# ---- design 1 ----
<file path="config.mk">
export PLATFORM = sky130hd
export DESIGN_NAME = display_tube
export DESIGN_NICKNAME = d
export VERILOG_FILES = /design/src/rtl/display_tube.sv
export SDC_FILE = /design/constraint.sdc
export NUM_CORES = 1
export LEC_CHECK = 0
export CAP_MARGIN = 25
export CORE_ASPECT_RATIO = 1.5
export CORE_MARGIN = 2
export CORE_UTILIZATION = 40
export DETAILED_ROUTE_END_ITERATION = 12
export HOLD_SLACK_MARGIN = 0.05
export PLACE_DENSITY = 0.63
export SYNTH_ARGS = -nofsm -noshare
export SYNTH_HDL_FRONTEND = slang
export SYNTH_SLANG_ARGS = --single-unit
</file>
<file path="constraint.sdc">
create_clock -name clock -period 3.9 [get_ports clock]
set_input_delay 0.78 -clock clock [delete_from_list [all_inputs] [get_ports clock]]
set_output_delay 0.78 -clock clock [all_outputs]
set_load 0.02 [all_outputs]
</file>
<file path="src/rtl/display_tube.sv">
// Memory-mapped 8-digit seven-segment driver; scans one active-low anode per slot with a blanking lead-in.
// Pins follow register writes one edge later; reads return registered data one edge later; bus never stalls.
module display_tube #(
  parameter logic [15:0] SCAN_DIV     = 16'd50000,
  parameter logic [15:0] BLANK_CYCLES = 16'd16
) (
  input  logic        clock,
  input  logic        reset,
  input  logic        displayCtrl,
  input  logic        write_enable,
  input  logic        read_enable,
  input  logic [3:0]  address,
  input  logic [15:0] write_data_input,
  output logic [15:0] read_data_output,
  output logic [7:0]  digit_enable,
  output logic [7:0]  segment
);

  localparam logic [3:0] ADDR_DATA_LO = 4'h0;
  localparam logic [3:0] ADDR_DATA_HI = 4'h2;
  localparam logic [3:0] ADDR_CTRL    = 4'h4;

  logic [15:0] data_lo;
  logic [15:0] data_hi;
  logic [15:0] ctrl;
  logic [15:0] scan_cnt;
  logic [2:0]  digit_idx;

  logic        wr_en;
  logic        rd_en;
  logic [15:0] rd_mux;
  logic [31:0] digits;
  logic [3:0]  cur_nibble;
  logic        lit;
  logic [7:0]  nxt_digit_enable;
  logic [7:0]  nxt_segment;

  // Active-high {g,f,e,d,c,b,a} pattern for one hex nibble.
  function automatic logic [6:0] hex7(input logic [3:0] n);
    case (n)
      4'h0:    hex7 = 7'h3F;
      4'h1:    hex7 = 7'h06;
      4'h2:    hex7 = 7'h5B;
      4'h3:    hex7 = 7'h4F;
      4'h4:    hex7 = 7'h66;
      4'h5:    hex7 = 7'h6D;
      4'h6:    hex7 = 7'h7D;
      4'h7:    hex7 = 7'h07;
      4'h8:    hex7 = 7'h7F;
      4'h9:    hex7 = 7'h6F;
      4'hA:    hex7 = 7'h77;
      4'hB:    hex7 = 7'h7C;
      4'hC:    hex7 = 7'h39;
      4'hD:    hex7 = 7'h5E;
      4'hE:    hex7 = 7'h79;
      default: hex7 = 7'h71;
    endcase
  endfunction

  assign wr_en  = displayCtrl & write_enable;
  assign rd_en  = displayCtrl & read_enable;
  assign digits = {data_hi, data_lo};

  always_comb begin
    rd_mux = 16'h0000;
    case (address)
      ADDR_DATA_LO: rd_mux = data_lo;
      ADDR_DATA_HI: rd_mux = data_hi;
      ADDR_CTRL:    rd_mux = ctrl;
      default:      rd_mux = 16'h0000;
    endcase
  end

  // Blanking lead-in keeps the previous digit's segments from ghosting onto the new anode.
  always_comb begin
    cur_nibble       = digits[{digit_idx, 2'b00} +: 4];
    lit              = (scan_cnt >= BLANK_CYCLES) && ctrl[digit_idx];
    nxt_digit_enable = 8'hFF;
    nxt_segment      = 8'hFF;
    if (lit) begin
      nxt_digit_enable = ~(8'h01 << digit_idx);
      nxt_segment      = ~{ctrl[{1'b1, digit_idx}], hex7(cur_nibble)};
    end
  end

  always_ff @(posedge clock or negedge reset) begin
    if (!reset) begin
      data_lo <= 16'h0000;
      data_hi <= 16'h0000;
      ctrl    <= 16'h0000;
    end else if (wr_en) begin
      case (address)
        ADDR_DATA_LO: data_lo <= write_data_input;
        ADDR_DATA_HI: data_hi <= write_data_input;
        ADDR_CTRL:    ctrl    <= write_data_input;
        default:      ;
      endcase
    end
  end

  always_ff @(posedge clock or negedge reset) begin
    if (!reset) begin
      read_data_output <= 16'h0000;
    end else begin
      read_data_output <= rd_en ? rd_mux : 16'h0000;
    end
  end

  always_ff @(posedge clock or negedge reset) begin
    if (!reset) begin
      scan_cnt  <= 16'd0;
      digit_idx <= 3'd0;
    end else if (scan_cnt == SCAN_DIV - 16'd1) begin
      scan_cnt  <= 16'd0;
      digit_idx <= digit_idx + 3'd1;
    end else begin
      scan_cnt  <= scan_cnt + 16'd1;
    end
  end

  always_ff @(posedge clock or negedge reset) begin
    if (!reset) begin
      digit_enable <= 8'hFF;
      segment      <= 8'hFF;
    end else begin
      digit_enable <= nxt_digit_enable;
      segment      <= nxt_segment;
    end
  end

  a_single_anode: assert property (@(posedge clock) disable iff (!reset) $onehot0(~digit_enable));

endmodule

</file>
# ---- design 2 ----
==> config.mk <==
export PLATFORM = sky130hd
export DESIGN_NAME = light_serial_tx
export DESIGN_NICKNAME = d
export VERILOG_FILES = /design/src/rtl/light_serial_tx.sv
export SDC_FILE = /design/constraint.sdc
export NUM_CORES = 1
export LEC_CHECK = 0
export ABC_AREA = 0
export ABC_CLOCK_PERIOD_IN_PS = 2600
export CORE_ASPECT_RATIO = 0.7
export CORE_MARGIN = 5
export CORE_UTILIZATION = 50
export DETAILED_ROUTE_END_ITERATION = 10
export PLACE_DENSITY_LB_ADDON = 0.25
export REMOVE_ABC_BUFFERS = 1
export SLEW_MARGIN = 40
export SYNTH_ARGS = -nofsm -noshare
export SYNTH_HDL_FRONTEND = slang
export SYNTH_SLANG_ARGS = --single-unit
export TNS_END_PERCENT = 100
==> constraint.sdc <==
create_clock -name clk -period 2.6 [get_ports clk]
set_clock_uncertainty 0.2 [all_clocks]
set_input_delay 0.78 -clock clk [delete_from_list [all_inputs] [get_ports clk]]
set_output_delay 0.78 -clock clk [all_outputs]
set_load 0.01 [all_outputs]
==> src/rtl/light_serial_tx.sv <==
// Serialises a captured 24-bit colour word to a shift-register LED driver (SDO/SCLK/LATCH, MSB first).
// The frame is latched on an accepted load, so later bus changes cannot disturb a frame in flight.
module light_serial_tx #(
  parameter int unsigned CLK_DIV = 4
) (
  input  logic        clk,
  input  logic        rst,
  input  logic [23:0] light,
  input  logic        load,
  output logic        ready,
  output logic        sdo,
  output logic        sclk,
  output logic        latch,
  output logic        done
);

  typedef enum logic [1:0] {
    IDLE  = 2'd0,
    SHIFT = 2'd1,
    LATCH = 2'd2
  } state_t;

  localparam logic [7:0] DIV_LAST = 8'(CLK_DIV - 1);

  state_t      state_q, state_d;
  logic [23:0] shreg_q, shreg_d;
  logic [4:0]  bit_cnt_q, bit_cnt_d;
  logic [7:0]  div_cnt_q, div_cnt_d;
  logic        sdo_q, sdo_d;
  logic        sclk_q, sclk_d;
  logic        latch_q, latch_d;
  logic        done_q, done_d;
  logic        div_end;

  assign div_end = (div_cnt_q == DIV_LAST);

  always_ff @(posedge clk or negedge rst) begin
    if (!rst) begin
      state_q   <= IDLE;
      shreg_q   <= '0;
      bit_cnt_q <= '0;
      div_cnt_q <= '0;
      sdo_q     <= 1'b0;
      sclk_q    <= 1'b0;
      latch_q   <= 1'b0;
      done_q    <= 1'b0;
    end else begin
      state_q   <= state_d;
      shreg_q   <= shreg_d;
      bit_cnt_q <= bit_cnt_d;
      div_cnt_q <= div_cnt_d;
      sdo_q     <= sdo_d;
      sclk_q    <= sclk_d;
      latch_q   <= latch_d;
      done_q    <= done_d;
    end
  end

  always_comb begin
    state_d   = state_q;
    shreg_d   = shreg_q;
    bit_cnt_d = bit_cnt_q;
    div_cnt_d = div_cnt_q;
    sdo_d     = sdo_q;
    sclk_d    = sclk_q;
    latch_d   = latch_q;
    done_d    = 1'b0;

    unique case (state_q)
      IDLE: begin
        sdo_d   = 1'b0;
        sclk_d  = 1'b0;
        latch_d = 1'b0;
        if (load) begin
          shreg_d   = light;
          bit_cnt_d = 5'd23;
          div_cnt_d = '0;
          sdo_d     = light[23];
          state_d   = SHIFT;
        end
      end

      SHIFT: begin
        if (!div_end) begin
          div_cnt_d = div_cnt_q + 8'd1;
        end else begin
          div_cnt_d = '0;
          if (!sclk_q) begin
            sclk_d = 1'b1;
          end else begin
            // End of the high phase: sdo moves only here, with sclk going low.
            sclk_d = 1'b0;
            if (bit_cnt_q != 5'd0) begin
              shreg_d   = {shreg_q[22:0], 1'b0};
              sdo_d     = shreg_q[22];
              bit_cnt_d = bit_cnt_q - 5'd1;
            end else begin
              sdo_d   = 1'b0;
              latch_d = 1'b1;
              state_d = LATCH;
            end
          end
        end
      end

      LATCH: begin
        if (!div_end) begin
          div_cnt_d = div_cnt_q + 8'd1;
        end else begin
          div_cnt_d = '0;
          latch_d   = 1'b0;
          done_d    = 1'b1;
          state_d   = IDLE;
        end
      end

      default: begin
        state_d = IDLE;
      end
    endcase
  end

  assign ready = (state_q == IDLE);
  assign sdo   = sdo_q;
  assign sclk  = sclk_q;
  assign latch = latch_q;
  assign done  = done_q;

endmodule

# ---- design 3 ----
===== src/rtl/mem_arb_pkg.sv =====
// mem_arb_pkg: shared types and constants for the instruction/data memory port arbiter.
package mem_arb_pkg;

  // Width of the consecutive-D-grant counter (holds 0..15)
  localparam int STREAK_W = 4;

  // Owner of the read response arriving in the following cycle
  typedef enum logic [1:0] {
    OWNER_NONE = 2'd0,
    OWNER_I    = 2'd1,
    OWNER_D    = 2'd2
  } owner_e;

  // Increment that sticks at the ceiling instead of wrapping
  function automatic logic [STREAK_W-1:0] sat_inc(input logic [STREAK_W-1:0] val,
                                                  input logic [STREAK_W-1:0] ceil);
    logic [STREAK_W-1:0] res;
    if (val >= ceil) begin
      res = ceil;
    end else begin
      res = val + 4'd1;
    end
    return res;
  endfunction

endpackage


===== src/rtl/arb_streak_ctr.sv =====
// arb_streak_ctr: counts consecutive data-port grants taken while a fetch is
// waiting and raises force_i once the limit is reached, so the fetch port
// cannot be starved by a busy data port.
module arb_streak_ctr
  import mem_arb_pkg::*;
#(
  parameter int MAX_D_STREAK = 4
) (
  input  logic clk,
  input  logic reset_n,
  input  logic i_req,
  input  logic i_gnt,
  input  logic d_gnt,
  output logic force_i
);

  localparam logic [STREAK_W-1:0] MAX_S = STREAK_W'(MAX_D_STREAK);

  logic [STREAK_W-1:0] streak_r;
  logic [STREAK_W-1:0] streak_nxt_s;

  // Next streak: reset whenever the fetch side is served or not waiting
  always_comb begin
    streak_nxt_s = streak_r;
    if (i_gnt || !i_req) begin
      streak_nxt_s = {STREAK_W{1'b0}};
    end else if (d_gnt) begin
      streak_nxt_s = sat_inc(streak_r, MAX_S);
    end else begin
      streak_nxt_s = streak_r;
    end
  end

  // Streak register
  always_ff @(posedge clk or negedge reset_n) begin
    if (!reset_n) begin
      streak_r <= {STREAK_W{1'b0}};
    end else begin
      streak_r <= streak_nxt_s;
    end
  end

  assign force_i = i_req & (streak_r == MAX_S);

endmodule


===== src/rtl/mem_port_arbiter.sv =====
// mem_port_arbiter: shares one single-port synchronous memory between the
// instruction-fetch port (I) and the data port (D). D has priority, bounded by
// a starvation limit that forces an I grant. Read data returns one cycle after
// the grant and is steered to the port that owned the access.
// Optional build macro: ARB_STATS_EN adds grant/conflict statistics counters.
module mem_port_arbiter
  import mem_arb_pkg::*;
#(
  parameter int ADDR_W       = 32,
  parameter int DATA_W       = 32,
  parameter int MAX_D_STREAK = 4
) (
  input  logic                clk,
  input  logic                reset_n,
  input  logic                i_req,
  input  logic [ADDR_W-1:0]   i_addr,
  output logic                i_gnt,
  output logic                i_rvalid,
  output logic [DATA_W-1:0]   i_rdata,
  input  logic                d_req,
  input  logic [ADDR_W-1:0]   d_addr,
  input  logic [DATA_W-1:0]   d_wdata,
  input  logic [DATA_W/8-1:0] d_wstrb,
  output logic                d_gnt,
  output logic                d_rvalid,
  output logic [DATA_W-1:0]   d_rdata,
  output logic                m_en,
  output logic [ADDR_W-1:0]   m_addr,
  output logic [DATA_W-1:0]   m_wdata,
  output logic [DATA_W/8-1:0] m_wstrb,
  input  logic [DATA_W-1:0]   m_rdata
`ifdef ARB_STATS_EN
  ,
  output logic [31:0]         stat_i_grants,
  output logic [31:0]         stat_d_grants,
  output logic [31:0]         stat_conflicts
`endif
);

  localparam int STRB_W = DATA_W / 8;

  logic   force_i_s;
  logic   i_gnt_s;
  logic   d_gnt_s;
  owner_e owner_r;
  owner_e owner_nxt_s;

  // An all-zero strobe marks a read access
  function automatic logic is_read(input logic [STRB_W-1:0] strb);
    return (strb == {STRB_W{1'b0}});
  endfunction

  arb_streak_ctr #(
    .MAX_D_STREAK(MAX_D_STREAK)
  ) u_streak (
    .clk     (clk),
    .reset_n (reset_n),
    .i_req   (i_req),
    .i_gnt   (i_gnt_s),
    .d_gnt   (d_gnt_s),
    .force_i (force_i_s)
  );

  // Grant decision: D first unless the streak limit forces I; nothing during reset
  always_comb begin
    d_gnt_s = reset_n & d_req & ~force_i_s;
    i_gnt_s = reset_n & i_req & ~d_gnt_s;
  end

  assign i_gnt = i_gnt_s;
  assign d_gnt = d_gnt_s;
  assign m_en  = i_gnt_s | d_gnt_s;

  // Memory request mux: fetches are always reads, idle cycles drive zeros
  always_comb begin
    m_addr  = {ADDR_W{1'b0}};
    m_wdata = {DATA_W{1'b0}};
    m_wstrb = {STRB_W{1'b0}};
    if (d_gnt_s) begin
      m_addr  = d_addr;
      m_wdata = d_wdata;
      m_wstrb = d_wstrb;
    end else if (i_gnt_s) begin
      m_addr  = i_addr;
    end else begin
      m_addr  = {ADDR_W{1'b0}};
    end
  end

  // Owner of next cycle's read data; writes produce no response
  always_comb begin
    owner_nxt_s = OWNER_NONE;
    if (i_gnt_s) begin
      owner_nxt_s = OWNER_I;
    end else if (d_gnt_s && is_read(d_wstrb)) begin
      owner_nxt_s = OWNER_D;
    end else begin
      owner_nxt_s = OWNER_NONE;
    end
  end

  // Owner register; a reset drops any response still in flight
  always_ff @(posedge clk or negedge reset_n) begin
    if (!reset_n) begin
      owner_r <= OWNER_NONE;
    end else begin
      owner_r <= owner_nxt_s;
    end
  end

  assign i_rvalid = (owner_r == OWNER_I);
  assign d_rvalid = (owner_r == OWNER_D);
  assign i_rdata  = i_rvalid ? m_rdata : {DATA_W{1'b0}};
  assign d_rdata  = d_rvalid ? m_rdata : {DATA_W{1'b0}};

`ifdef ARB_STATS_EN
  logic [31:0] stat_i_r;
  logic [31:0] stat_d_r;
  logic [31:0] stat_c_r;

  // Free-running statistics counters, wrapping at 2^32
  always_ff @(posedge clk or negedge reset_n) begin
    if (!reset_n) begin
      stat_i_r <= 32'd0;
      stat_d_r <= 32'd0;
      stat_c_r <= 32'd0;
    end else begin
      if (i_gnt_s) begin
        stat_i_r <= stat_i_r + 32'd1;
      end
      if (d_gnt_s) begin
        stat_d_r <= stat_d_r + 32'd1;
      end
      if (i_req && d_req) begin
        stat_c_r <= stat_c_r + 32'd1;
      end
    end
  end

  assign stat_i_grants  = stat_i_r;
  assign stat_d_grants  = stat_d_r;
  assign stat_conflicts = stat_c_r;
`endif

endmodule


===== config.mk =====
export PLATFORM = sky130hd
export DESIGN_NAME = mem_port_arbiter
export DESIGN_NICKNAME = d
export VERILOG_FILES = /design/src/rtl/mem_arb_pkg.sv /design/src/rtl/arb_streak_ctr.sv /design/src/rtl/mem_port_arbiter.sv
export SDC_FILE = /design/constraint.sdc
export NUM_CORES = 1
export LEC_CHECK = 0
export CORE_AREA = 2 2 106 108
export DETAILED_ROUTE_END_ITERATION = 16
export DIE_AREA = 0 0 108 110
export REMOVE_ABC_BUFFERS = 1
export SLEW_MARGIN = 20
export SYNTH_ARGS = -nofsm -noshare
export SYNTH_HDL_FRONTEND = slang
export SYNTH_HIERARCHICAL = 1
export SYNTH_SLANG_ARGS = --single-unit
export TNS_END_PERCENT = 50

===== constraint.sdc =====
create_clock -name clk -period 2.35 [get_ports clk]
set_input_delay 0.47 -clock clk [delete_from_list [all_inputs] [get_ports clk]]
set_output_delay 0.47 -clock clk [all_outputs]
set_load 0.05 [all_outputs]

# ---- design 4 ----
===== config.mk =====
export PLATFORM = sky130hd
export DESIGN_NAME = div_8x4
export DESIGN_NICKNAME = d
export VERILOG_FILES = /design/src/rtl/div_pkg.sv /design/src/rtl/div_8x4_cu.sv /design/src/rtl/div_8x4.sv
export SDC_FILE = /design/constraint.sdc
export NUM_CORES = 1
export LEC_CHECK = 0
export CORE_MARGIN = 4
export CORE_UTILIZATION = 51
export DETAILED_ROUTE_END_ITERATION = 10
export PLACE_DENSITY = 0.86
export SETUP_SLACK_MARGIN = 0.1
export SLEW_MARGIN = 15
export SYNTH_ARGS = -nofsm -noshare
export SYNTH_HDL_FRONTEND = slang
export SYNTH_HIERARCHICAL = 1
export SYNTH_SLANG_ARGS = --single-unit

===== constraint.sdc =====
create_clock -name clk -period 5.56 [get_ports clk]
set_input_delay 1.112 -clock clk [delete_from_list [all_inputs] [get_ports clk]]
set_output_delay 1.112 -clock clk [all_outputs]
set_load 0.02 [all_outputs]

===== src/rtl/div_pkg.sv =====
// Shared controller state encoding and default divisor width for the div_8x4 divider.
package div_pkg;

    localparam int DIV_SIZE_DEFAULT = 4;

    typedef enum logic [1:0] {
        IDLE  = 2'd0,
        SHIFT = 2'd1,
        SUB   = 2'd2,
        DONE  = 2'd3
    } div_state_t;

endpackage


===== src/rtl/div_8x4_cu.sv =====
// Sequencing controller for the div_8x4 restoring divider: turns counter-done and
// compare-result into shift/sub/cnt_up strobes plus busy/done status.
module div_8x4_cu
    import div_pkg::*;
(
    input  logic clk,
    input  logic reset,
    input  logic start,
    input  logic dbz_start,
    input  logic cnt_done,
    input  logic cmp_ge,
    output logic load,
    output logic shift,
    output logic sub,
    output logic cnt_up,
    output logic q_bit,
    output logic finish,
    output logic busy,
    output logic done
);

    div_state_t state_reg;
    logic       shift_reg;
    logic       sub_reg;
    logic       busy_reg;
    logic       done_reg;

    assign load   = start && ((state_reg == IDLE) || (state_reg == DONE));
    assign shift  = shift_reg;
    assign sub    = sub_reg;
    assign cnt_up = sub_reg;
    assign q_bit  = sub_reg & cmp_ge;
    // Last SUB of the run: the datapath latches its result on this edge.
    assign finish = sub_reg & cnt_done;
    assign busy   = busy_reg;
    assign done   = done_reg;

    always_ff @(posedge clk or negedge reset) begin
        if (!reset) begin
            state_reg <= IDLE;
            shift_reg <= 1'b0;
            sub_reg   <= 1'b0;
            busy_reg  <= 1'b0;
            done_reg  <= 1'b0;
        end else begin
            case (state_reg)
                IDLE, DONE: begin
                    if (start) begin
                        if (dbz_start) begin
                            state_reg <= DONE;
                            done_reg  <= 1'b1;
                            busy_reg  <= 1'b0;
                        end else begin
                            state_reg <= SHIFT;
                            shift_reg <= 1'b1;
                            busy_reg  <= 1'b1;
                            done_reg  <= 1'b0;
                        end
                    end
                end
                SHIFT: begin
                    state_reg <= SUB;
                    shift_reg <= 1'b0;
                    sub_reg   <= 1'b1;
                end
                SUB: begin
                    sub_reg <= 1'b0;
                    if (cnt_done) begin
                        state_reg <= DONE;
                        busy_reg  <= 1'b0;
                        done_reg  <= 1'b1;
                    end else begin
                        state_reg <= SHIFT;
                        shift_reg <= 1'b1;
                    end
                end
                default: begin
                    state_reg <= IDLE;
                end
            endcase
        end
    end

endmodule


===== src/rtl/div_8x4.sv =====
// Restoring shift-subtract divider, 2*SIZE-bit dividend by SIZE-bit divisor.
// Define DIV_8X4_DBZ_CHECK_EN to short-circuit a zero divisor straight to DONE.
module div_8x4
    import div_pkg::*;
#(
    parameter int SIZE = DIV_SIZE_DEFAULT
) (
    input  logic                clk,
    input  logic                reset,
    input  logic                start,
    input  logic [2*SIZE-1:0]   dividend,
    input  logic [SIZE-1:0]     divisor,
    output logic [2*SIZE-1:0]   quotient,
    output logic [SIZE-1:0]     remainder,
    output logic                busy,
    output logic                done,
    output logic                div_by_zero
);

    localparam int CW = $clog2(2*SIZE) + 1;
    localparam logic [CW-1:0] CNT_LAST = CW'(2*SIZE - 1);

    logic [SIZE:0]       rem_reg;
    logic [2*SIZE-1:0]   dq_reg;
    logic [SIZE-1:0]     dvs_reg;
    logic [CW-1:0]       cnt_reg;
    logic [2*SIZE-1:0]   quo_reg;
    logic [SIZE-1:0]     remo_reg;

    logic [SIZE:0]       rem_sub;
    logic [SIZE:0]       rem_res;
    logic                cmp_ge;
    logic                cnt_done;
    logic                dbz_start;
    logic                load;
    logic                shift;
    logic                sub;
    logic                cnt_up;
    logic                q_bit;
    logic                finish;

    assign cmp_ge   = (rem_reg >= {1'b0, dvs_reg});
    assign rem_sub  = rem_reg - {1'b0, dvs_reg};
    assign rem_res  = q_bit ? rem_sub : rem_reg;
    // Sampled before the increment, so this marks the final SUB.
    assign cnt_done = (cnt_reg == CNT_LAST);

    div_8x4_cu u_cu (
        .clk       (clk),
        .reset     (reset),
        .start     (start),
        .dbz_start (dbz_start),
        .cnt_done  (cnt_done),
        .cmp_ge    (cmp_ge),
        .load      (load),
        .shift     (shift),
        .sub       (sub),
        .cnt_up    (cnt_up),
        .q_bit     (q_bit),
        .finish    (finish),
        .busy      (busy),
        .done      (done)
    );

    always_ff @(posedge clk or negedge reset) begin
        if (!reset) begin
            rem_reg  <= '0;
            dq_reg   <= '0;
            dvs_reg  <= '0;
            cnt_reg  <= '0;
            quo_reg  <= '0;
            remo_reg <= '0;
        end else begin
            if (load) begin
                rem_reg <= '0;
                dq_reg  <= dividend;
                dvs_reg <= divisor;
                cnt_reg <= '0;
            end else if (shift) begin
                {rem_reg, dq_reg} <= {rem_reg[SIZE-1:0], dq_reg, 1'b0};
            end else if (sub) begin
                rem_reg   <= rem_res;
                dq_reg[0] <= q_bit;
            end
            if (cnt_up) begin
                cnt_reg <= cnt_reg + 1'b1;
            end
            // Results only move at completion so they hold through DONE/IDLE.
            if (load && dbz_start) begin
                quo_reg  <= '1;
                remo_reg <= '0;
            end else if (finish) begin
                quo_reg  <= {dq_reg[2*SIZE-1:1], q_bit};
                remo_reg <= rem_res[SIZE-1:0];
            end
        end
    end

    assign quotient  = quo_reg;
    assign remainder = remo_reg;

`ifdef DIV_8X4_DBZ_CHECK_EN
    logic dbz_reg;

    assign dbz_start = (divisor == '0);

    always_ff @(posedge clk or negedge reset) begin
        if (!reset) begin
            dbz_reg <= 1'b0;
        end else if (load) begin
            dbz_reg <= dbz_start;
        end
    end

    assign div_by_zero = dbz_reg;
`else
    assign dbz_start   = 1'b0;
    assign div_by_zero = 1'b0;
`endif

endmodule


==> design_4/gates.png <==
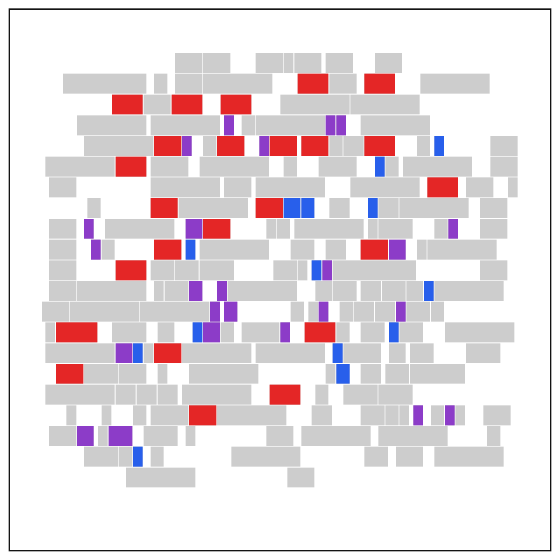
Key: nor cells = blue [cells 14]; nand cells = purple [cells 24]; mux cells = red [cells 24]

==> impl_metrics.env, design 4 <==
# physical design summary
export IMPL_crit_path_end="remainder[3]"
export IMPL_clock_cell_area_share_pct=5.47
export IMPL_drive_above_1_share_pct=12.4
export IMPL_synth_chip_area_um2=2020
export IMPL_antenna_cells=0
export IMPL_worst_ep_arrival_time_ns=2.76
export IMPL_top_cell_area_share_pct=48.4
export IMPL_h_tree_depth=2
export IMPL_dr_wl_met3_um=158
export IMPL_ys_seq_share_pct=48.4
export IMPL_logic_family="AND-OR/OR-AND gates"
export IMPL_clock_sinks=39
export IMPL_n_all_buffers=28
export IMPL_ys_cells=189
export IMPL_intPower_w=0.00102
export IMPL_clk_pin_slew_worst_paths_ns=0.08
export IMPL_edf_count=0
export IMPL_yosys_area_share_adder_pct=6.58
export IMPL_gp_congestion=0.809
export IMPL_seq_area_um2=976
export IMPL_status="completed"
export IMPL_fin_area_um2=2420
export IMPL_aoi_share_pct=13.8
export IMPL_power_leakage_nw=1.14
export IMPL_io_pins=30
export IMPL_cts_resized=0
export IMPL_maxSlewHeadroom_pct=43.3
export IMPL_drt_iter0_markers=107
export IMPL_seq_cell_share_pct=40.2
export IMPL_max_clock_freq_mhz=382
export IMPL_synth_top_cell_by_area="dfrtp_1"
export IMPL_seqPwrFrac_pct=32.7
export IMPL_postRouteAntennaNets=0
export IMPL_buf_share_pct=11.4
export IMPL_common_cells="dfrtp_1 (39), nand2_1 (16), inv_1 (14)"
export IMPL_cp_num_cells=10
export IMPL_synthSimpleGateAreaFrac_pct=11.0
export IMPL_ff_count=39
export IMPL_nNonClkInverters=14
export IMPL_dominant_cells="flip-flops and latches"
export IMPL_worstRegToRegCells=10
export IMPL_place_area_um2=2290
[design 4: layout by cell type (no fill, tap or decap), drive strengths merged, types with 2 or more instances in the layout]
master         instances
a211oi                 5
a21o                   4
a21oi                  9
a22o                   3
and2                   3
bufinv                 2
clkbuf                 6
clkdlybuf4s50         27
conb                   3
dfrtp                 39
ha                     9
inv                   14
mux2                  12
mux2i                 12
nand2                 16
nand2b                 6
nand3                  2
nor2                  11
nor3                   2
o21ai                 13
xnor2                  2
[design 4: routing by layer]
metal / track usage [%] / up-vias
li1: - / 696
met1: 22.4 / 673
met2: 25.6 / 29
met3: 4.83 / 6
met4: 5.64 / 0
met5: 0 / -
[design 4: metrics by stage]
step / instances / util [%] / setup slack [ns]
after floorplan: 191 / - / 3.17
after global placement: 257 / 61.2 / 2.94
after detailed placement: 257 / 61.2 / 2.93
after CTS: 265 / 64.8 / 2.95
after global routing: 265 / 64.8 / 2.77
final: 265 / 64.8 / 2.94
[design 4: power groups by stage]
stage	Combinational, W	Clock (W)	Sequential, W
final	0.000838	0.000280	0.000543
after global routing	0.000933	0.000296	0.000564
after CTS	0.000844	0.000287	0.000543
after detailed placement	0.000833	0	0.000547
after global placement	0.000815	0	0.000540
after floorplan	0.000609	0	0.000558
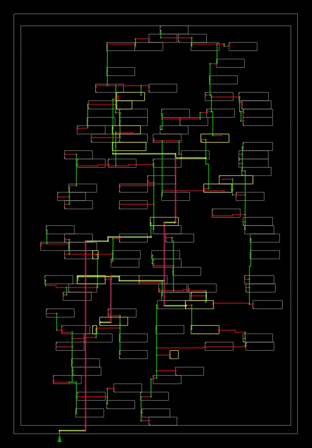
(design_1/clock_nets.png)
clock buf count: 12
Worst Clk Skew: 0.00488 ns
Clock Sinks: 99
seq_cells: 99
cts bufs inserted: 9

==> impl_metrics.env, design 1 <==
# physical design summary
export IMPL_cp_num_cells=8
export IMPL_die_w_um=92.8
export IMPL_drv_cap=0
export IMPL_path_buffers=1
export IMPL_synth_top_cell_by_area="dfrtp_1"
export IMPL_drc=0
export IMPL_vias=3101
export IMPL_grt_max_degree=60
export IMPL_status="completed"
export IMPL_crit_path_end="segment[3]"
export IMPL_final_nets=473
export IMPL_max_clock_freq_mhz=353
export IMPL_dp_cells=573
export IMPL_critPathRequiredTime_ns=4.14
export IMPL_clk_pin_slew_worst_paths_ns=0.06
export IMPL_num_rows=48
export IMPL_gp_congestion=0.907
export IMPL_top_cells_by_area="dfrtp_1 (44%), dfstp_2 (8.9%), mux2_2 (7.1%)"
export IMPL_crit_chain="mux4_2 > nand2_1 > and2_1 > inv_1 > ha_1 > or3_1 > a21oi_1 > o21ai_1"
export IMPL_io_pins=57
export IMPL_place_area_um2=5450
export IMPL_drive_above_1_share_pct=22.6
export IMPL_aoi_share_pct=7.49
export IMPL_busiest_layer="met2"
export IMPL_cts_tree="built"
export IMPL_numSynthFlops=99
export IMPL_seq_cell_share_pct=43.2
export IMPL_async_flop_share_pct=100
export IMPL_fp_util_pct=41.0
export IMPL_seq_area_um2=2500
export IMPL_period_used_pct=72.6
export IMPL_flop_cell="dfrtp_1"
export IMPL_logic_family="multiplexers"
export IMPL_avgSynthCellArea_um2=12.8
export IMPL_tightestPinTransition_ns=0.732
export IMPL_slowest_stage="dfrtp_1"
export IMPL_sh_comb_area_pct=35.9
export IMPL_timing_hold_ws_ns=0.500
export IMPL_setup_ws_ns=1.07
export IMPL_cts_resized=0
==> design 1: cells in the final DEF, fill, tap and decap left out, types with 2 or more instances in the layout <==
master	Yosys	final
clkbuf_16	0	9
ha_1	14	14
nor2b_1	2	2
and3_1	6	6
mux2i_1	5	5
xor2_1	9	9
mux2_1	20	20
o221ai_1	4	4
buf_4	3	14
clkdlybuf4s50_1	0	55
nand4_1	3	3
dfstp_2	16	16
nor3_1	7	7
o21ai_1	2	2
nor2_1	15	15
mux4_2	9	9
or3_1	2	2
bufinv_16	0	2
clkbuf_8	0	2
a22oi_1	17	17
mux2_2	30	30
dfrtp_1	83	83
inv_1	7	7
nor4b_4	2	2
nand3_1	9	9
a21oi_1	18	18
xnor2_1	6	6
nand2_1	44	44
mux2i_4	2	2
==> design 1: logic make-up (layout without fill, tap and decap cells) <==
logic type,Yosys count,after routing
AOI/OAI and AO/OA,51,51
xor gates and xnor gates,15,15
muxes,68,68
buffers and inverters,24,94
DFF,99,99
and+or+nand+nor,98,98
adders and majority gates,14,14
==> design 1: report_power, final <==
part | total [W] | internal (W) | switching [W]
combinational | 0.000406 | 0.000209 | 0.000198
sequential | 0.00124 | 0.00116 | 0.0000864
clock | 0.000964 | 0.000596 | 0.000368
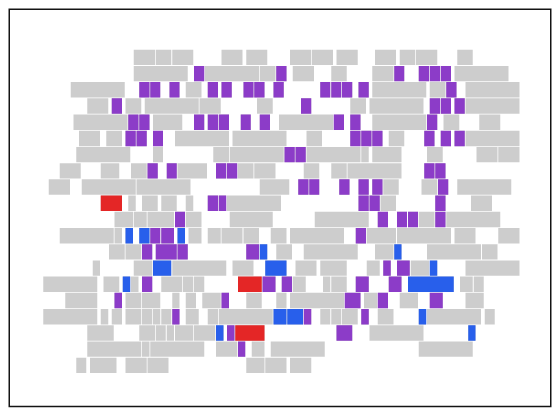
(design_2/gates.png)
Key: nor cells = blue [cells 15]; nand cells = purple [cells 92]; mux cells = red [cells 3]

==> impl_metrics.env, design 2 <==
# physical design summary
export IMPL_worstHoldPathType="flip-flop to flip-flop"
export IMPL_holdPathStages=1
export IMPL_logic_area_um2=1120
export IMPL_worstSetupStartpointType="flip-flop"
export IMPL_max_clock_freq_mhz=402
export IMPL_cts_inserted_buffers=5
export IMPL_firstDrtPassIters=4
export IMPL_gp_congestion=0.810
export IMPL_final_nets=315
export IMPL_wl_um=5310
export IMPL_first_global_vias=1913
export IMPL_crit_start="state_q[1]"
export IMPL_clk_pin_slew_worst_paths_ns=0.08
export IMPL_status="completed"
export IMPL_rsz0062_at_grt="no"
export IMPL_die_w_um=90.6
export IMPL_final_core_util_pct=63.5
export IMPL_insertion_delay_ns=0.29
export IMPL_grt_overflow_total=0
export IMPL_power_leakage_nw=1.10
export IMPL_tightestPinTransition_ns=0.710
export IMPL_tap_cells=55
export IMPL_fp_util_pct=51.9
export IMPL_path_buffers=2
export IMPL_nNonClkInverters=11
export IMPL_slowest_stage="clkdlybuf4s50_1"
export IMPL_ys_seq_share_pct=46.2
export IMPL_drt_iter0_markers=191
export IMPL_die_size_y_um=66.4
export IMPL_clock_sinks=42
export IMPL_async_flop_share_pct=100
export IMPL_worstReg2RegEnd="shreg_q[14]"
export IMPL_common_cells="nand3_1 (73), dfrtp_1 (42), a22oi_1 (23)"
export IMPL_wl_per_cell_um=15.7
export IMPL_worstHoldStart="bit_cnt_q[0]"
export IMPL_die_area_um2=6020
export IMPL_sh_comb_area_pct=40.2
## design 2: stage by stage
stage / power [W] / setup WS [ns]
floorplan: 0.000666 / -1.18
global placement: 0.000723 / 0.139
detailed placement: 0.000723 / 0.0944
CTS: 0.00114 / 0.0857
global route: 0.00117 / 0.00918
finish: 0.00112 / 0.113
## design 2: routing by layer
metal | global-route usage [%] | share of wire (%) | up-vias
li1 | - | - | 995
met1 | 27.7 | 51 | 948
met2 | 26.7 | 45 | 48
met3 | 4.10 | 4.0 | 2
met4 | 4.28 | 0.36 | 0
met5 | 0 | 0 | -
## design 2: sequential cells by signal, summed over array words and instances (netlist names)
signal	count
done	1
bit_cnt_q	5
state_q	2
sclk	1
latch	1
shreg_q	23
sdo	1
div_cnt_q	8
## design 2: cells by family after synthesis
group           after synthesis  synth area share [%]
buf+inv                      28                  4.95
flops                        42                  46.2
fa+ha+maj                     5                  2.75
simple gates                116                  27.4
mux                           3                  1.38
xor+xnor                      5                  1.93
compound gates               50                  15.3
## design 2: report_power, final
| part | switching (W) | internal, W | leakage (nW) |
|---|---|---|---|
| logic | 0.0000209 | 0.0000355 | 0.625 |
| registers | 0 | 0.000652 | 0.431 |
| clock network | 0.000223 | 0.000190 | 0.0452 |
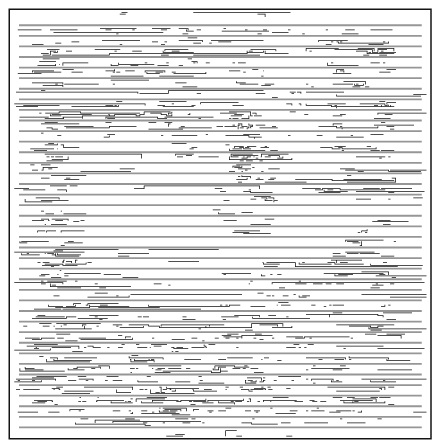
(design_3/m1.png)
Supply wires on this layer in gray.
The layer carries 3710 µm of wire. The longest straight run is 39.1 µm. 548 nets have wire on it.

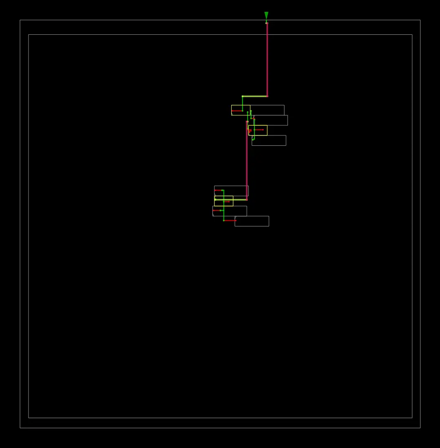
(design_3/clock_nets.png)
Worst Clk Skew: 0.000534 ns
seq_cells: 6
Clock Sinks: 6
cts bufs inserted: 3
Clock Power: 0.000151 W

==> impl_metrics.env, design 3 <==
# physical design summary
export IMPL_final_core_util_pct=64.0
export IMPL_dr_wl_met3_um=1300
export IMPL_maxSlewHeadroom_pct=77.6
export IMPL_period_needed_ns=2.41
export IMPL_criticalPathCategory="flip-flop to output port"
export IMPL_status="finished, violations left"
export IMPL_setup_ws_ns=-0.0625
export IMPL_p_sw_share_pct=40.9
export IMPL_crit_path_end="m_addr[12]"
export IMPL_seqPwrFrac_pct=7.2
export IMPL_synth_top_cell_by_area="and2_1"
export IMPL_wl_met1_um=3710
export IMPL_top_cell_area_share_pct=23.7
export IMPL_violations="setup timing"
export IMPL_setup_viol=44
export IMPL_min_to="u_streak/streak_r[2]"
export IMPL_h_tree_depth=1
export IMPL_warnings=28
## design 3: synthesized netlist by cell type, types with 2 or more instances
| library cell | number |
|---|---|
| dfrtp_1 | 6 |
| ha_1 | 2 |
| buf_2 | 10 |
| and3_1 | 36 |
| o32ai_1 | 22 |
| and2_1 | 64 |
| o32ai_2 | 9 |
| nor2b_1 | 2 |
| clkbuf_1 | 8 |
| nand2_1 | 3 |
| nand2b_1 | 3 |
| nor2_1 | 2 |
| inv_1 | 68 |
| clkbuf_2 | 2 |
| a21oi_1 | 3 |
## design 3: power groups by stage
| stage | Clock (W) | Combinational, W | Sequential (W) |
|---|---|---|---|
| 6_report | 0.000151 | 0.00124 | 0.000108 |
| 5_1_grt | 0.000158 | 0.00130 | 0.000108 |
| 4_1_cts | 0.000153 | 0.00120 | 0.000107 |
| 3_5_place_dp | 0 | 0.00112 | 0.000109 |
| 3_3_place_gp | 0 | 0.00110 | 0.000109 |
| 2_1_floorplan | 0 | 0.000413 | 0.000109 |
## design 3: per-stage QoR
step / setup TNS [ns] / instance area (µm²)
finish: -1.50 / 6840
global route: -5.55 / 6840
CTS: -2.90 / 6580
detailed placement: -10.95 / 6140
global placement: -11.24 / 6140
floorplan: -47.69 / 1570

==> notes/layouts.md <==
Pictures saved along the way, in no particular order.

M3 wires.
The bar under the picture is 20 µm long. Cells faint in the background.
picture 1
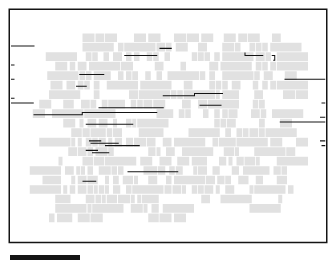
picture 2
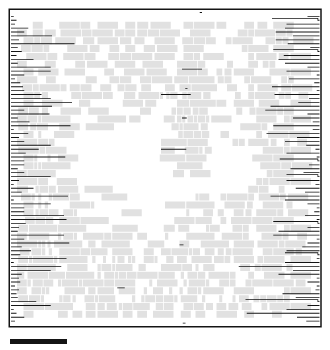
picture 3
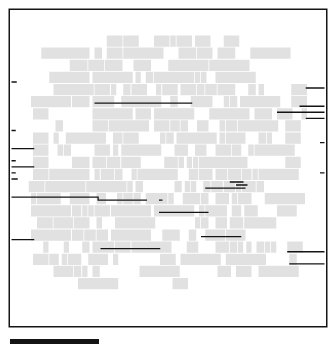
picture 4
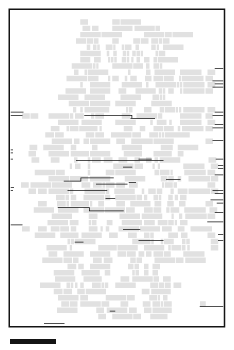
Picture 3 comes from design 4.
Picture 4 comes from design 1.
Picture 1 comes from design 2.
Picture 2 comes from design 3.
Of these, smallest die: picture 3

Key to picture 4:
The longest straight run is 37.7 µm. The layer carries 311 µm of wire. 40 nets have wire on it. The layer holds 3.0% of the routed length.


# ---- design 5 ----
==> design_5/m2.png <==
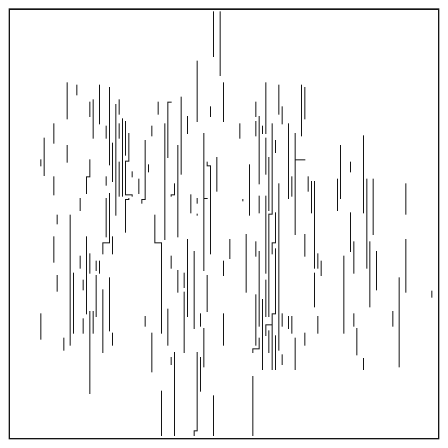

$ cat src/rtl/cuenta_pkg.sv
// cuenta_pkg: shared FSM state type, mode constants and clog2 helper for the popcount unit.
package cuenta_pkg;

    typedef enum logic [1:0] {
        IDLE  = 2'd0,
        COUNT = 2'd1,
        DONE  = 2'd2
    } estado_t;

    localparam logic MODO_UNOS  = 1'b0;
    localparam logic MODO_CEROS = 1'b1;

    function automatic int clog2(input int v);
        int r;
        r = 0;
        while ((1 << r) < v) r++;
        return r;
    endfunction

endpackage

$ cat src/rtl/cuenta_bloque.sv
// cuenta_bloque: combinational popcount of a BPC-bit slice.
//   i_bits : BPC-bit slice to count
//   o_cnt  : number of ones in i_bits, clog2(BPC+1) bits wide
module cuenta_bloque
    import cuenta_pkg::*;
#(
    parameter int BPC = 1
) (
    input  logic [BPC-1:0]              i_bits,
    output logic [clog2(BPC+1)-1:0]     o_cnt
);

    localparam int PW = clog2(BPC + 1);

    always_comb begin
        o_cnt = '0;
        for (int i = 0; i < BPC; i++)
            o_cnt = o_cnt + PW'(i_bits[i]);
    end

endmodule

$ cat src/rtl/cuenta_unos_param.sv
// cuenta_unos_param: multi-cycle population counter (ones or zeros) with start/fin handshake.
//   clk, reset_n : clock, asynchronous active-low reset
//   start        : begin a count (accepted in IDLE or DONE only)
//   modo         : 0 = count ones, 1 = count zeros; captured with entrada
//   entrada      : WIDTH-bit word captured on an accepted start
//   salida       : registered count, holds until the next result
//   fin          : result valid, high in DONE only
//   ocupado      : high while counting
module cuenta_unos_param
    import cuenta_pkg::*;
#(
    parameter int WIDTH = 8,
    parameter int BPC   = 1
) (
    input  logic                           clk,
    input  logic                           reset_n,
    input  logic                           start,
    input  logic                           modo,
    input  logic [WIDTH-1:0]               entrada,
    output logic [clog2(WIDTH+1)-1:0]      salida,
    output logic                           fin,
    output logic                           ocupado
);

    localparam int CW = clog2(WIDTH + 1);
    localparam int PW = clog2(BPC + 1);
    localparam int N  = WIDTH / BPC;
    localparam int NW = clog2(N + 1);

    if ((WIDTH % BPC) != 0 || WIDTH < 2) begin : g_param_err
        $error("cuenta_unos_param: WIDTH must be >= 2 and a multiple of BPC");
    end

    estado_t          r_estado;
    logic [WIDTH-1:0] r_shift;
    logic [CW-1:0]    r_acc;
    logic [NW-1:0]    r_chunk;
    logic [CW-1:0]    r_salida;
    logic             r_fin;
    logic             r_ocupado;
    logic [PW-1:0]    w_pop;
    logic [CW-1:0]    w_suma;
    logic             w_ultimo;

    cuenta_bloque #(.BPC(BPC)) u_bloque (
        .i_bits (r_shift[BPC-1:0]),
        .o_cnt  (w_pop)
    );

    // Zero-extension is safe: a BPC-bit popcount never exceeds the WIDTH range of CW.
    assign w_suma   = r_acc + CW'(w_pop);
    assign w_ultimo = r_chunk == NW'(N - 1);

    always_ff @(posedge clk or negedge reset_n) begin
        if (!reset_n) begin
            r_estado  <= IDLE;
            r_shift   <= '0;
            r_acc     <= '0;
            r_chunk   <= '0;
            r_salida  <= '0;
            r_fin     <= 1'b0;
            r_ocupado <= 1'b0;
        end else if (r_estado == COUNT) begin
            r_acc   <= w_suma;
            r_shift <= r_shift >> BPC;
            r_chunk <= r_chunk + NW'(1);
            if (w_ultimo) begin
                r_salida  <= w_suma;
                r_fin     <= 1'b1;
                r_ocupado <= 1'b0;
                r_estado  <= DONE;
            end
        end else if (start) begin
            // Zeros mode counts ones of the inverted word, so one datapath serves both modes.
            r_shift   <= modo == MODO_CEROS ? ~entrada : entrada;
            r_acc     <= '0;
            r_chunk   <= '0;
            r_fin     <= 1'b0;
            r_ocupado <= 1'b1;
            r_estado  <= COUNT;
        end
    end

    assign salida  = r_salida;
    assign fin     = r_fin;
    assign ocupado = r_ocupado;

endmodule

$ cat config.mk
export PLATFORM = sky130hd
export DESIGN_NAME = cuenta_unos_param
export DESIGN_NICKNAME = d
export VERILOG_FILES = /design/src/rtl/cuenta_pkg.sv /design/src/rtl/cuenta_bloque.sv /design/src/rtl/cuenta_unos_param.sv
export SDC_FILE = /design/constraint.sdc
export NUM_CORES = 1
export LEC_CHECK = 0
export CORE_MARGIN = 4
export CORE_UTILIZATION = 40
export CTS_CLUSTER_DIAMETER = 40
export DETAILED_ROUTE_END_ITERATION = 8
export SKIP_LAST_GASP = 1
export SLEW_MARGIN = 30
export SYNTH_ARGS = -nofsm -noshare
export SYNTH_HDL_FRONTEND = slang
export SYNTH_SLANG_ARGS = --single-unit
$ cat constraint.sdc
create_clock -name clk -period 1.9 [get_ports clk]
set_clock_uncertainty 0.1 [all_clocks]
set_input_delay 0.285 -clock clk [delete_from_list [all_inputs] [get_ports clk]]
set_output_delay 0.285 -clock clk [all_outputs]
set_load 0.02 [all_outputs]
# ---- design 6 ----
$ cat src/rtl/div_unit.sv
// Restoring shift-subtract unsigned divider, one SHIFT and one SUB cycle per
// quotient bit, with a registered result and a one-cycle completion pulse.
module div_unit #(
    parameter int N = 8
) (
    input  logic         clk,
    input  logic         rst,
    input  logic         start,
    input  logic [N-1:0] dividend,
    input  logic [N-1:0] divisor,
    output logic [N-1:0] quotient,
    output logic [N-1:0] remainder,
    output logic         busy,
    output logic         Done,
    output logic         div_zero
);

    localparam int CW = $clog2(N + 1);

    typedef enum logic [1:0] {
        IDLE,
        SHIFT,
        SUB,
        FINISH
    } state_t;

    state_t state;
    state_t state_next;

    logic [N:0]    a_q;
    logic [N-1:0]  q_q;
    logic [N-1:0]  b_q;
    logic [CW-1:0] cnt_q;

    logic [N:0]    a_sh;
    logic [N-1:0]  q_sh;
    logic [N:0]    diff;
    logic          ge;
    logic [CW-1:0] cnt_dec;

    // {A,Q} shifted left by one; the vacated Q bit enters as 0
    assign {a_sh, q_sh} = {a_q[N-1:0], q_q, 1'b0};
    assign diff         = a_q - {1'b0, b_q};
    assign ge           = (a_q >= {1'b0, b_q});
    assign cnt_dec      = cnt_q - CW'(1);
    assign busy         = (state != IDLE);

    always_ff @(posedge clk) begin
        if (rst) begin
            state <= IDLE;
        end else begin
            state <= state_next;
        end
    end

    always_comb begin
        state_next = state;
        unique case (state)
            IDLE: begin
                if (start) begin
                    state_next = (divisor == '0) ? FINISH : SHIFT;
                end
            end
            SHIFT:  state_next = SUB;
            SUB:    state_next = (cnt_dec == '0) ? FINISH : SHIFT;
            FINISH: state_next = IDLE;
            default: state_next = IDLE;
        endcase
    end

    always_ff @(posedge clk) begin
        if (rst) begin
            a_q       <= '0;
            q_q       <= '0;
            b_q       <= '0;
            cnt_q     <= '0;
            quotient  <= '0;
            remainder <= '0;
            Done      <= 1'b0;
            div_zero  <= 1'b0;
        end else begin
            Done <= 1'b0;
            unique case (state)
                IDLE: begin
                    if (start) begin
                        if (divisor == '0) begin
                            a_q      <= {1'b0, dividend};
                            q_q      <= '1;
                            div_zero <= 1'b1;
                        end else begin
                            a_q      <= '0;
                            q_q      <= dividend;
                            b_q      <= divisor;
                            cnt_q    <= CW'(N);
                            div_zero <= 1'b0;
                        end
                    end
                end
                SHIFT: begin
                    a_q <= a_sh;
                    q_q <= q_sh;
                end
                SUB: begin
                    if (ge) begin
                        a_q    <= diff;
                        q_q[0] <= 1'b1;
                    end
                    cnt_q <= cnt_dec;
                end
                FINISH: begin
                    quotient  <= q_q;
                    remainder <= a_q[N-1:0];
                    Done      <= 1'b1;
                end
                default: ;
            endcase
        end
    end

endmodule

$ cat config.mk
export PLATFORM = sky130hd
export DESIGN_NAME = div_unit
export DESIGN_NICKNAME = d
export VERILOG_FILES = /design/src/rtl/div_unit.sv
export SDC_FILE = /design/constraint.sdc
export NUM_CORES = 1
export LEC_CHECK = 0
export ABC_CLOCK_PERIOD_IN_PS = 2200
export CORE_ASPECT_RATIO = 0.75
export CORE_MARGIN = 1.5
export CORE_UTILIZATION = 54
export CTS_BUF_LIST = sky130_fd_sc_hd__clkbuf_16
export CTS_CLUSTER_SIZE = 40
export DETAILED_ROUTE_END_ITERATION = 8
export PLACE_DENSITY = 0.84
export SYNTH_ARGS = -nofsm -noshare
export SYNTH_HDL_FRONTEND = slang
export SYNTH_SLANG_ARGS = --single-unit
$ cat constraint.sdc
create_clock -name clk -period 2.2 [get_ports clk]
set_input_delay 0.44 -clock clk [delete_from_list [all_inputs] [get_ports clk]]
set_output_delay 0.44 -clock clk [all_outputs]
set_load 0.05 [all_outputs]

==> layout pictures side by side <==
M3 wires.
The bar under the picture is 20 µm long. Cells faint in the background.
Plate I
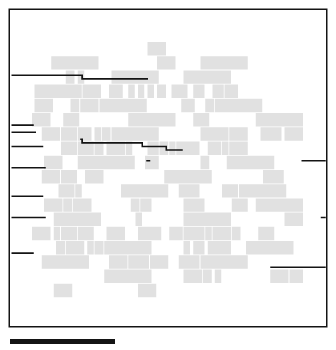
Plate II
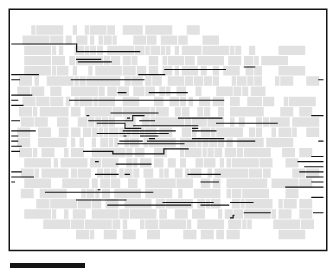
- largest die: Plate II
Plate II -> design 6
Plate I -> design 5

==> design_6/m2.png <==
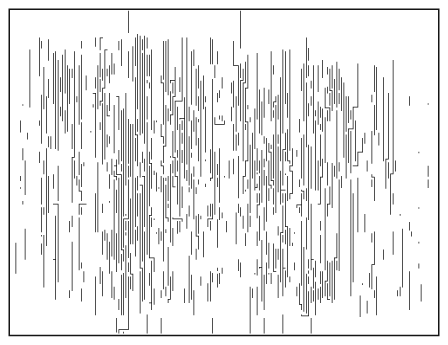
The wires run mostly vertical. The layer holds 44% of the routed length. 339 nets have wire on it.
WL final: 7240 µm
vias: 2548
met2 global-route usage: 41.1%

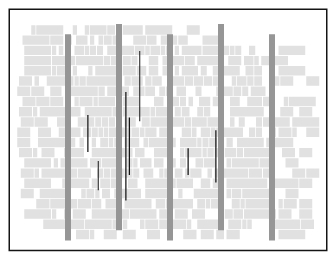
(design_6/m4.png)
Supply wires on this layer in gray. Cells faint in the background.
The layer holds 1.4% of the routed length. The longest straight run is 28.6 µm. 6 nets have wire on it. The wires run mostly vertical. The layer carries 99.3 µm of wire.

==> impl_metrics.env, design 6 <==
# physical design summary
export IMPL_drv_cap=0
export IMPL_nNonClkInverters=23
export IMPL_gr_usage_met1_pct=37.6
export IMPL_io_buffers=37
export IMPL_flop_cell="dfxtp_1"
export IMPL_aoi_share_pct=18.7
export IMPL_setup_viol=0
export IMPL_status="completed"
export IMPL_final_cells=422
export IMPL_die_w_um=84.0
export IMPL_met3_usage_pct=7.11
export IMPL_power_leakage_nw=1.28
export IMPL_worstSetupStartpointType="flip-flop"
export IMPL_clk_pin_slew_worst_paths_ns=0.07
export IMPL_n_all_buffers=61
export IMPL_sh_comb_area_pct=45.3
export IMPL_tap_cells=57
-- design 6: state kept, by name (all words and copies together) (netlist names) --
register / flops
Done: 1
a_q: 9
b_q: 8
cnt_q: 4
div_zero: 1
q_q: 8
quotient: 8
remainder: 8
state: 2
-- design 6: cells by family (layout without fill, tap and decap cells) --
logic type / after synthesis / in the layout
AOI/OAI and AO/OA: 76 / 76
xor gates and xnor gates: 3 / 3
adders and majority gates: 15 / 15
buffers and inverters: 39 / 92
DFF: 49 / 49
muxes: 29 / 29
and+or+nand+nor: 101 / 101
-- design 6: critical path, stage by stage, from the launching register on --
cell,delay [ns]
dfxtp_1,0.34
inv_1,0.06
ha_1,0.23
fa_2,0.36
nand2b_1,0.16
a21oi_2,0.17
buf_4,0.15
xnor2_1,0.06
o221a_1,0.26
a211oi_2,0.23
-- design 6: routing by layer --
layer,vias to the layer above,share of wire (%)
met5,-,0
met4,0,1.4
met3,15,8.3
met2,114,44
met1,1197,47
li1,1222,-
-- design 6: path summary, 6_finish.rpt --
path	start	end	slack [ns]
setup / recovery	a_q[0]	a_q[4]	0.12
hold / removal	b_q[2]	b_q[2]	0.49
setup reg to reg	a_q[0]	a_q[4]	0.12
hold reg to reg	b_q[2]	b_q[2]	0.49
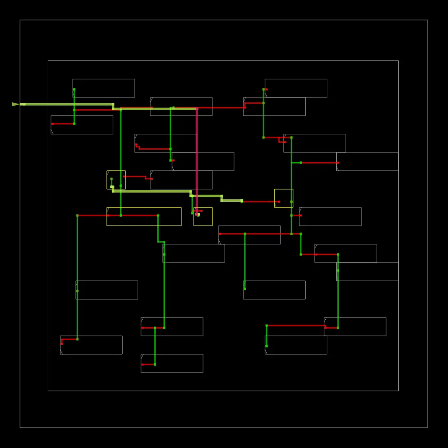
(design_5/clock_nets.png)
Clock Sinks: 22
Worst-Skew Late Latency: 0.31 ns

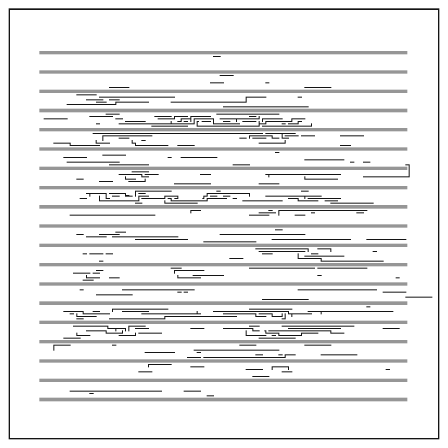
(design_5/m1.png)
Supply wires on this layer in gray.
The layer holds 47% of the routed length. The longest straight run is 23.9 µm. The wires run mostly horizontal. 115 nets have wire on it.
WL final: 1920 µm
met1 Usage GRT: 15.9%
vias: 734

Notes on design_5/m2.png above:
The longest straight run is 23.5 µm. The layer carries 907 µm of wire.

==> impl_metrics.env, design 5 <==
# physical design summary
export IMPL_slowest_delay_ns=0.62
export IMPL_die_size_y_um=60.4
export IMPL_p_sw_w=0.000651
export IMPL_ir_drop_mv=0.769
export IMPL_dp_hpwl_um=1390
export IMPL_yosysMostFrequentCell="dfrtp_1"
export IMPL_nFillCells=233
export IMPL_async_flop_share_pct=100
export IMPL_place_area_um2=1300
export IMPL_via_per_inst=5.03
export IMPL_gp_congestion=0.702
export IMPL_dominant_cells="flip-flops and latches"
export IMPL_ff_count=22
export IMPL_drv_cap=0
export IMPL_clock_cell_area_share_pct=3.89
export IMPL_worstSetupStartpointType="flip-flop"
export IMPL_buf_share_pct=14.3
export IMPL_max_clock_freq_mhz=575
export IMPL_top_cell_area_share_pct=50.1
export IMPL_grt_max_degree=26
export IMPL_fin_area_um2=1350
export IMPL_comb_power_share_pct=39.0
export IMPL_ys_seq_share_pct=50.1
export IMPL_slowest_stage="clkdlybuf4s50_1"
export IMPL_worstRegToRegCells=4
export IMPL_clockPowerShare_pct=19.3
export IMPL_p_sw_share_pct=34.9
export IMPL_antenna_found_initial=0
export IMPL_met3_usage_pct=4.47
export IMPL_finalHoldViolCount=0
export IMPL_tightestPinTransition_ns=0.401
export IMPL_first_global_vias=739
export IMPL_busiest_layer="met2"
export IMPL_status="completed"
export IMPL_final_core_util_pct=53.1
export IMPL_flop_cell="dfrtp_1"
export IMPL_cts_root_buf="clkbuf_4"
export IMPL_cts_setup_buffers=0
export IMPL_setup_ws_ns=0.161
export IMPL_core_area_um2=2540
export IMPL_cts_inserted_buffers=3
-- design 5: registers in the layout, summed over array words and instances (netlist names) --
register  cells
fin           1
r_acc         4
salida        4
r_shift       8
r_estado      1
r_chunk       4
-- design 5: final timing paths --
path                                   end  slack [ns]
min in group clk                r_shift[0]        0.39
worst max-delay path                   fin        0.16
worst min-delay path              r_acc[2]        0.20
max in group asynchronous       r_shift[4]        1.28
worst max register to register  r_chunk[0]        0.32
worst min register to register  r_shift[0]        0.39
-- design 5: routing by layer --
layer  wire length (µm)  vias to the layer above
li1                   -                      368
met1                897                      350
met2                907                       14
met3                 99                        2
met4                 15                        0
met5                  0                        -
-- design 5: power by group through the flow --
stage	Clock, W	Combinational, W	Sequential [W]
after floorplan	0	0.000466	0.000819
after global placement	0	0.000729	0.000783
after detailed placement	0	0.000737	0.000788
after CTS	0.000378	0.000739	0.000779
after global routing	0.000400	0.000824	0.000804
final	0.000361	0.000727	0.000777
-- design 5: cells by family after synthesis --
logic type               synth area share (%)
buffers and inverters                    3.19
XOR/XNOR                                 8.76
AND-OR/OR-AND                            7.74
AND/OR/NAND/NOR                          11.5
flip-flops                               50.1
adder cells (fa/ha/maj)                  3.41
multiplexers                             15.4


==> layout pictures side by side <==
Gate-type map.
(a)
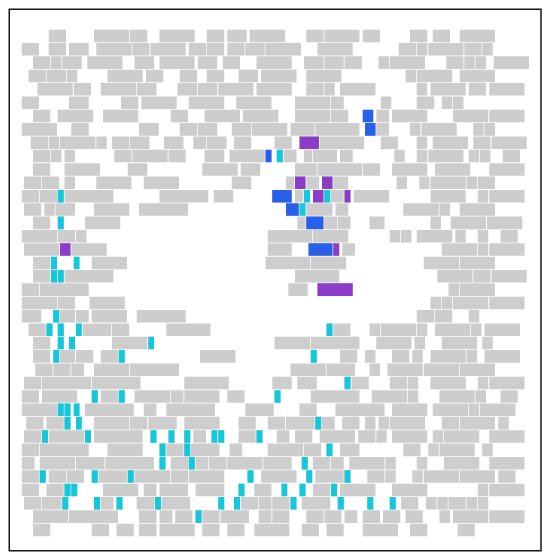
(b)
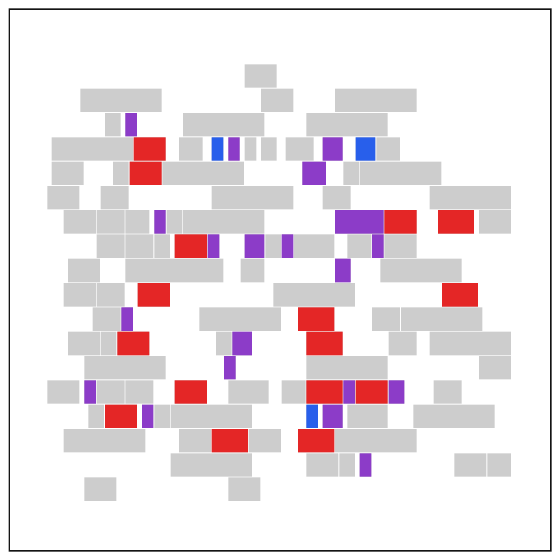
(c)
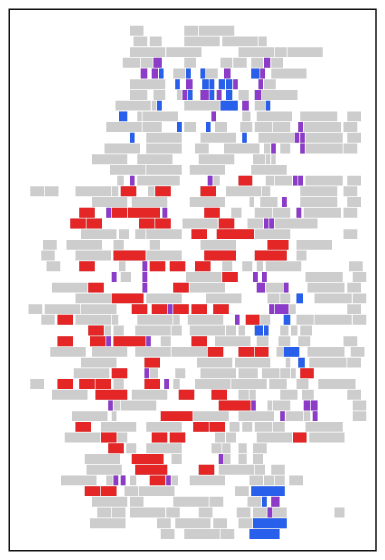
design 1: (c)
design 5: (b)
design 3: (a)
Of these, most cells: (a)
Of these, fewest cells: (b)

Key to (b):
Key: nor cells = blue [cells 3]; mux cells = red [cells 16]; nand cells = purple [cells 20]

Power is estimated from default activity; no workload was simulated.
